=== bcd_scan_display ===
bcd_scan_display, M1 wires:
Scale: 4 px per um. Supply wires on this layer in grey. Cells faint in the background.
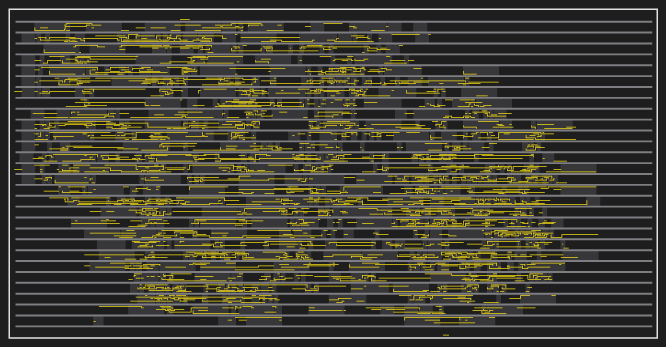

File: src/rtl/bcd_scan_display.sv
// ---------------------------------------------------------------------------
// bcd_scan_display
//   Captures a 16-bit unsigned magnitude, converts it to four BCD digits with
//   a sequential shift-add-3 (double-dabble) engine, one bit per clock, and
//   drives a multiplexed, active-low 4-digit 7-segment display.
//
//   Values above 9999 are shown as four dashes.
//
//   Optional leading-zero blanking is enabled by defining the macro
//   BCD_SCAN_DISPLAY_BLANK_EN. The default build shows all four digits.
//
// Parameters
//   REFRESH_DIV : clk cycles each digit is driven before the scan advances
//                 (2 .. 2^24-1).
//
// Ports
//   clk    in   1  : clock; all state changes on its rising edge
//   rst_n  in   1  : asynchronous active-low reset
//   value  in  16  : magnitude to display
//   load   in   1  : single-cycle capture request (ignored while busy)
//   dp_en  in   1  : sampled with load; lights the hundreds decimal point
//   busy   out  1  : high while a capture is being converted
//   c      out  7  : active-low segments, c[0:6] = a..g
//   d      out  4  : active-low digit anodes, d[0] = ones
//   dp     out  1  : active-low decimal point
// ---------------------------------------------------------------------------
module bcd_scan_display #(
  parameter int unsigned REFRESH_DIV = 100000
) (
  input  logic        clk,
  input  logic        rst_n,
  input  logic [15:0] value,
  input  logic        load,
  input  logic        dp_en,
  output logic        busy,
  output logic [0:6]  c,
  output logic [3:0]  d,
  output logic        dp
);

  localparam logic [23:0] PRESC_LAST = 24'(REFRESH_DIV - 1);
  localparam logic [6:0]  SEG_DASH   = 7'b1111110;
  localparam logic [6:0]  SEG_BLANK  = 7'b1111111;

  typedef enum logic [0:0] {
    ST_IDLE = 1'b0,
    ST_CONV = 1'b1
  } state_t;

  state_t      state;
  logic [15:0] shift_reg;   // remaining binary bits, MSB first
  logic [15:0] bcd_acc;     // partial BCD result
  logic [3:0]  iter;        // iterations already done
  logic        dp_pend;     // dp_en captured with the pending value
  logic        ovr_pend;    // overrange flag of the pending value

  logic [15:0] disp_bcd;    // digits currently on display
  logic        disp_dp;
  logic        disp_ovr;

  logic [23:0] presc;
  logic [1:0]  scan_idx;

  logic [15:0] bcd_next;
  logic [3:0]  cur_digit;
  logic        blank;
  logic [6:0]  seg_next;
  logic        dp_next;

  // One double-dabble step: correct every digit >= 5 by +3, then shift in_bit in.
  function automatic logic [15:0] dabble_step(input logic [15:0] bcd, input logic in_bit);
    logic [15:0] adj;
    adj = 16'd0;
    for (int k = 0; k < 4; k++) begin
      if (bcd[4*k +: 4] >= 4'd5) begin
        adj[4*k +: 4] = bcd[4*k +: 4] + 4'd3;
      end else begin
        adj[4*k +: 4] = bcd[4*k +: 4];
      end
    end
    return {adj[14:0], in_bit};
  endfunction

  // Active-low segment pattern (a..g, a written first) for one BCD digit.
  function automatic logic [6:0] seg_of(input logic [3:0] digit);
    logic [6:0] seg;
    case (digit)
      4'd0:    seg = 7'b0000001;
      4'd1:    seg = 7'b1001111;
      4'd2:    seg = 7'b0010010;
      4'd3:    seg = 7'b0000110;
      4'd4:    seg = 7'b1001100;
      4'd5:    seg = 7'b0100100;
      4'd6:    seg = 7'b0100000;
      4'd7:    seg = 7'b0001111;
      4'd8:    seg = 7'b0000000;
      4'd9:    seg = 7'b0000100;
      default: seg = SEG_BLANK;
    endcase
    return seg;
  endfunction

  // Next BCD accumulator value for the running conversion.
  always_comb begin
    bcd_next = dabble_step(bcd_acc, shift_reg[15]);
  end

  // Conversion FSM: capture, 16 shift-add-3 iterations, atomic display update.
  // The 16th iteration result is committed directly to the display registers.
  always_ff @(posedge clk or negedge rst_n) begin
    if (!rst_n) begin
      state     <= ST_IDLE;
      busy      <= 1'b0;
      shift_reg <= 16'd0;
      bcd_acc   <= 16'd0;
      iter      <= 4'd0;
      dp_pend   <= 1'b0;
      ovr_pend  <= 1'b0;
      disp_bcd  <= 16'd0;
      disp_dp   <= 1'b0;
      disp_ovr  <= 1'b0;
    end else begin
      case (state)
        ST_IDLE: begin
          if (load) begin
            shift_reg <= value;
            bcd_acc   <= 16'd0;
            iter      <= 4'd0;
            dp_pend   <= dp_en;
            ovr_pend  <= (value > 16'd9999);
            busy      <= 1'b1;
            state     <= ST_CONV;
          end else begin
            busy      <= 1'b0;
          end
        end
        ST_CONV: begin
          shift_reg <= {shift_reg[14:0], 1'b0};
          bcd_acc   <= bcd_next;
          iter      <= iter + 4'd1;
          if (iter == 4'd15) begin
            disp_bcd <= bcd_next;
            disp_dp  <= dp_pend;
            disp_ovr <= ovr_pend;
            busy     <= 1'b0;
            state    <= ST_IDLE;
          end else begin
            busy     <= 1'b1;
          end
        end
        default: begin
          busy  <= 1'b0;
          state <= ST_IDLE;
        end
      endcase
    end
  end

  // Segment/decimal-point selection for the digit the scanner is about to drive.
  always_comb begin
    cur_digit = 4'd0;
    blank     = 1'b0;
    case (scan_idx)
      2'd0:    cur_digit = disp_bcd[3:0];
      2'd1:    cur_digit = disp_bcd[7:4];
      2'd2:    cur_digit = disp_bcd[11:8];
      2'd3:    cur_digit = disp_bcd[15:12];
      default: cur_digit = 4'd0;
    endcase
`ifdef BCD_SCAN_DISPLAY_BLANK_EN
    // A digit is a leading zero when it and every digit above it are zero;
    // a fixed-point result keeps its tens and hundreds visible ("0.05").
    case (scan_idx)
      2'd3:    blank = (disp_bcd[15:12] == 4'd0);
      2'd2:    blank = (disp_bcd[15:8] == 8'd0) && !disp_dp;
      2'd1:    blank = (disp_bcd[15:4] == 12'd0) && !disp_dp;
      default: blank = 1'b0;
    endcase
`else
    blank = 1'b0;
`endif
    if (disp_ovr) begin
      seg_next = SEG_DASH;
    end else if (blank) begin
      seg_next = SEG_BLANK;
    end else begin
      seg_next = seg_of(cur_digit);
    end
    dp_next = !((scan_idx == 2'd2) && disp_dp && !disp_ovr);
  end

  // Refresh prescaler and scanner; outputs are reloaded together on each wrap.
  always_ff @(posedge clk or negedge rst_n) begin
    if (!rst_n) begin
      presc    <= 24'd0;
      scan_idx <= 2'd0;
      c        <= 7'b1111111;
      d        <= 4'b1111;
      dp       <= 1'b1;
    end else if (presc == PRESC_LAST) begin
      presc    <= 24'd0;
      scan_idx <= scan_idx + 2'd1;
      c        <= seg_next;
      d        <= ~(4'b0001 << scan_idx);
      dp       <= dp_next;
    end else begin
      presc    <= presc + 24'd1;
    end
  end

endmodule

File: config.mk
export PLATFORM = sky130hd
export DESIGN_NAME = bcd_scan_display
export DESIGN_NICKNAME = d
export VERILOG_FILES = /design/src/rtl/bcd_scan_display.sv
export SDC_FILE = /design/constraint.sdc
export NUM_CORES = 1
export LEC_CHECK = 0
export ABC_AREA = 1
export CAP_MARGIN = 25
export CORE_ASPECT_RATIO = 0.5
export CORE_UTILIZATION = 40
export DETAILED_ROUTE_END_ITERATION = 8
export PLACE_DENSITY = 0.68
export SLEW_MARGIN = 10
export SYNTH_ARGS = -nofsm -noshare
export SYNTH_HDL_FRONTEND = slang
export SYNTH_SLANG_ARGS = --single-unit
File: constraint.sdc
create_clock -name clk -period 3.5 [get_ports clk]
set_input_delay 0.35 -clock clk [delete_from_list [all_inputs] [get_ports clk]]
set_output_delay 0.35 -clock clk [all_outputs]
set_load 0.01 [all_outputs]
=== phase_acc ===
<file path="config.mk">
export PLATFORM = sky130hd
export DESIGN_NAME = phase_acc
export DESIGN_NICKNAME = d
export VERILOG_FILES = /design/src/rtl/phase_acc.sv
export SDC_FILE = /design/constraint.sdc
export NUM_CORES = 1
export LEC_CHECK = 0
export CAP_MARGIN = 40
export CELL_PAD_IN_SITES_DETAIL_PLACEMENT = 0
export CELL_PAD_IN_SITES_GLOBAL_PLACEMENT = 1
export CORE_MARGIN = 1.5
export CORE_UTILIZATION = 47
export CTS_BUF_LIST = sky130_fd_sc_hd__clkbuf_2
export CTS_CLUSTER_SIZE = 25
export DETAILED_ROUTE_END_ITERATION = 10
export PLACE_DENSITY_LB_ADDON = 0.1
export SLEW_MARGIN = 25
export SYNTH_ARGS = -nofsm -noshare
export SYNTH_HDL_FRONTEND = slang
export SYNTH_SLANG_ARGS = --single-unit
export TNS_END_PERCENT = 20
</file>
<file path="constraint.sdc">
create_clock -name clk -period 4.65 [get_ports clk]
set_clock_uncertainty 0.15 [all_clocks]
set_input_delay 0.6975 -clock clk [delete_from_list [all_inputs] [get_ports clk]]
set_output_delay 0.6975 -clock clk [all_outputs]
set_load 0.02 [all_outputs]
</file>
<file path="src/rtl/phase_acc.sv">
// Phase accumulator that feeds a cordicCosSin core, serial or parallel.
// Ports: clk, reset (async, active low), sclr, en, run, freq_ld/freq,
//   phase_ofs, cordic_rdy in; st, phi, wrap, busy out.
module phase_acc #(
  parameter string CORDIC_TYPE = "SERIAL",
  parameter int    PHI_WDT     = 16,
  parameter int    ACC_WDT     = 24
) (
  input  logic               clk,
  input  logic               reset,
  input  logic               sclr,
  input  logic               en,
  input  logic               run,
  input  logic               freq_ld,
  input  logic [ACC_WDT-1:0] freq,
  input  logic [PHI_WDT-1:0] phase_ofs,
  input  logic               cordic_rdy,
  output logic               st,
  output logic [PHI_WDT-1:0] phi,
  output logic               wrap,
  output logic               busy
);

  localparam bit IS_SER = (CORDIC_TYPE == "SERIAL");

  typedef enum logic [2:0] {
    S_IDLE,
    S_ISSUE,
    S_GUARD,
    S_WAIT,
    S_RUN
  } state_t;

  state_t             r_state;
  state_t             w_next;
  logic               w_issue;
  logic [ACC_WDT-1:0] r_acc;
  logic [ACC_WDT-1:0] r_freq;
  logic [ACC_WDT:0]   w_sum;
  logic [PHI_WDT-1:0] w_phi;

  assign w_sum = {1'b0, r_acc} + {1'b0, r_freq};
  assign w_phi = r_acc[ACC_WDT-1 -: PHI_WDT] + phase_ofs;
  assign busy  = (r_state != S_IDLE);

  // GUARD covers the cycle before the core's rdy has
  // had time to fall after st.
  always_comb begin
    w_next  = r_state;
    w_issue = 1'b0;
    if (IS_SER) begin
      unique case (r_state)
        S_IDLE: begin
          if (run && cordic_rdy) begin
            w_next  = S_ISSUE;
            w_issue = 1'b1;
          end
        end
        S_ISSUE: w_next = S_GUARD;
        S_GUARD: w_next = S_WAIT;
        S_WAIT: begin
          if (cordic_rdy) begin
            if (run) begin
              w_next  = S_ISSUE;
              w_issue = 1'b1;
            end else begin
              w_next = S_IDLE;
            end
          end
        end
        default: w_next = S_IDLE;
      endcase
    end else begin
      unique case (r_state)
        S_IDLE: begin
          if (run) w_next = S_RUN;
        end
        S_RUN: begin
          if (run) w_issue = 1'b1;
          else     w_next  = S_IDLE;
        end
        default: w_next = S_IDLE;
      endcase
    end
  end

  always_ff @(posedge clk or negedge reset) begin
    if (!reset) begin
      r_state <= S_IDLE;
      r_acc   <= '0;
      r_freq  <= '0;
      st      <= 1'b0;
      wrap    <= 1'b0;
      phi     <= '0;
    end else if (sclr) begin
      r_state <= S_IDLE;
      r_acc   <= '0;
      st      <= 1'b0;
      wrap    <= 1'b0;
      phi     <= '0;
    end else if (en) begin
      r_state <= w_next;
      // issue below still sees the old r_freq
      if (freq_ld) r_freq <= freq;
      if (w_issue) begin
        st    <= 1'b1;
        phi   <= w_phi;
        wrap  <= w_sum[ACC_WDT];
        r_acc <= w_sum[ACC_WDT-1:0];
      end else begin
        st   <= 1'b0;
        wrap <= 1'b0;
      end
    end
  end

endmodule

</file>
phase_acc, I/O nets highlighted:
Scale: 4 px per um.
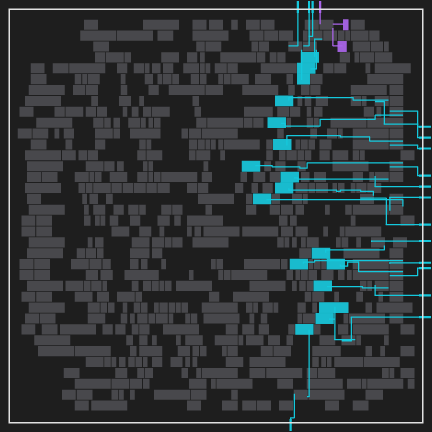
cordic_rdy -> purple  # bits 1, direction input, edge top, end cells 2, buffers 1, wire 12.8 um
phase_ofs -> cyan  # bits 16, direction input, edge 12 right, 3 top, 1 bottom, end cells 17, buffers 16, wire 544 um

phase_acc, placement view:
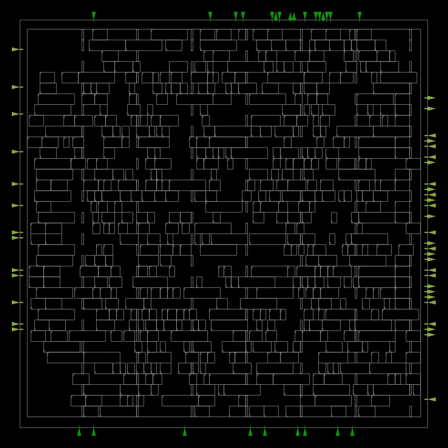
Final Util: 0.575
# rows: 36
Seq area share: 0.304
flop count: 68
fillers: 883

==> impl_metrics.toml, phase_acc <==
# synthesis and place-and-route metrics
[routing]
route.met2.wl_um = 4650
highest-signal-layer = "met4"
ant_nets = 0
dr.pass1.iters = 5
drc = 0

[layout]
final_cell_mix = "68 x dfrtp_1, 63 x nand2_1, 63 x clkdlybuf4s50_1, 48 x a21oi_1, 42 x ha_1"
diodes = 0
lay_top_count = "dfrtp_1"

[placement]
place_ws_ns = 1.08

[power]
power_leader = "sequential cells"

[critical_path]
worstReg2RegEnd = "phi[14]$_DFFE_PN0P_"
crit_required_ns = 4.94
crit_fanout = 3
rr_startpoint = "r_acc[8]$_DFFE_PN0P_"

[logic_synthesis]
top_logic_kind = "AND-OR/OR-AND gates"
top_area_frac = 0.362
ys_types = 63
area_leaders = "dfrtp_1 36%, ha_1 11%, mux2_2 5.8%"
postSynthAreaPerCell_um2 = 9.34

[grt]
grt_max_degree = 44
grt_pass1_wl_um = 18000
grt_use_met2 = 0.324

[run_status]
run_status = "complete, no violations"

[min_path]
min_from = "phi[11]$_DFFE_PN0P_"

[floorplanning]
die_area_um2 = 10600
fp_util = 0.483

[sta]
fmax_mhz = 330
[phase_acc: area by class of cell]
class                   instances  area, um2  share of cell area
clock inverters                 3       13.8             0.00246
clock buffers                  13       65.1              0.0116
well taps                     133        166              0.0297
multi-input cells             399       2860               0.510
flip-flops and latches         68       1700               0.304
inverters                      15       56.3              0.0101
repair buffers                 74        739               0.132
[phase_acc: critical path, stage by stage]
cell,delay (ns)
clkdlybuf4s50_1,0.42
ha_1,0.23
fa_1,0.40
a21oi_1,0.21
o221ai_1,0.22
o311ai_0,0.49
nand3_1,0.13
a31oi_1,0.22
xor2_1,0.09
a211oi_1,0.22
bcd_scan_display, I/O nets highlighted:
Scale: 3 px per um.
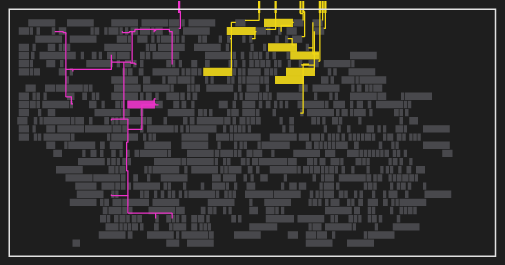
c -> yellow  # bits 7, direction output, edge top, end cells 7, buffers 7, wire 140 um
busy -> magenta  # bits 1, direction output, edge top, end cells 1, buffers 2, wire 210 um

bcd_scan_display, cells by drive strength:
Scale: 3 px per um.
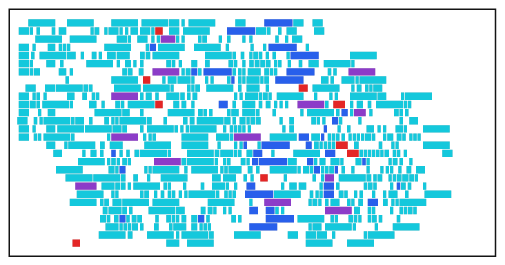
drive 3 to 4 -> red  # cells 9, share 1.3%
drive 2 -> blue  # cells 41, share 6.0%
drive 6 and up -> purple  # cells 13, share 1.9%
drive 1 or less -> cyan  # cells 623, share 91%

About 'M1 wires' of bcd_scan_display:
wire length on this layer = 5280 um
nets with wire on the layer = 664
share of all routed wire = 49%
main direction = horizontal

==> impl_metrics.toml, bcd_scan_display <==
# synthesis and place-and-route metrics
[run_status]
run_status = "complete, no violations"

[grt]
grt_pass1_vias = 4001

[critical_path]
worst-path-buf-inv = 3
crit_start = "scan_idx[0]$_DFFE_PN0N_"
rr_startpoint = "scan_idx[0]$_DFFE_PN0N_"
cp.depth = 14

[clocking]
htreeDepth = 3
cts_buffers = 9
cts_hold_buf = 0

[layout]
nets = 722
final_cell_mix = "189 x nand2_1, 83 x dfrtp_1, 80 x inv_1, 70 x nor2_1, 38 x nand3_1"
comb-cell-share = 0.393

[power]
p_clk_uw = 945
p_clk_frac = 0.251

[logic_synthesis]
syn-cell-area_um2 = 5090
synth_nets = 687
synth-adder-area-share = 0.0516
top_area_cell = "dfrtp_1"

[placement]
place.gp.congestion = 0.881

[floorplanning]
die_area_um2 = 13200

[sta]
fin_crit_sh = 0.629

[routing]
dr.pass1.iters = 4
via_per_inst = 4.84
wirelength_um = 10700
==> bcd_scan_display: through the flow <==
| stage | cells | power (mW) | setup WS, ns | hold slack [ns] |
|---|---|---|---|---|
| floorplan | 646 | 2.48 | 1.57 | 0.0544 |
| global placement | 835 | 2.77 | 1.42 | 0.390 |
| detailed placement | 835 | 2.83 | 1.29 | 0.395 |
| CTS | 851 | 3.80 | 1.29 | 0.0233 |
| global route | 851 | 4.08 | 1.09 | 0.0436 |
| finish | 851 | 3.76 | 1.30 | 0.000810 |

==> notes/layouts.md <==
Pictures saved along the way, in no particular order.

Cell area per tile.
shot_01.png
Scale: 3 px per um. 16 x 8 tiles, from dark blue (low) to red (high), 0 to 100% covered.
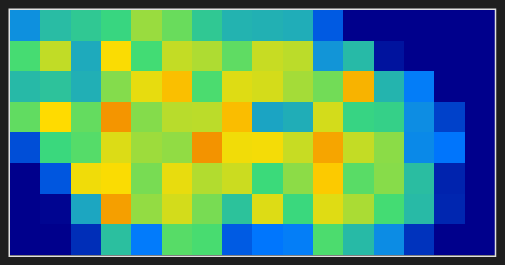
shot_02.png
Scale: 4 px per um. 10 x 10 tiles, from dark blue (low) to red (high), 0 to 100% covered.
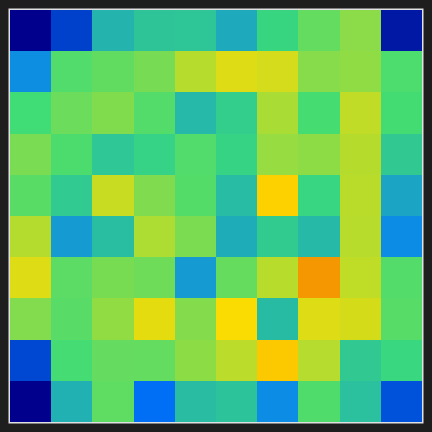
bcd_scan_display: shot_01.png
phase_acc: shot_02.png
The one with the highest utilization is shot_02.png.
The one with the largest die is shot_01.png.

Key to shot_02.png:
mean over tiles = 51%
tiles over 75% full = 3.0%
nearly empty tiles = 2.0%
fullest tile = 83%


Power and IR drop assume default switching activity.
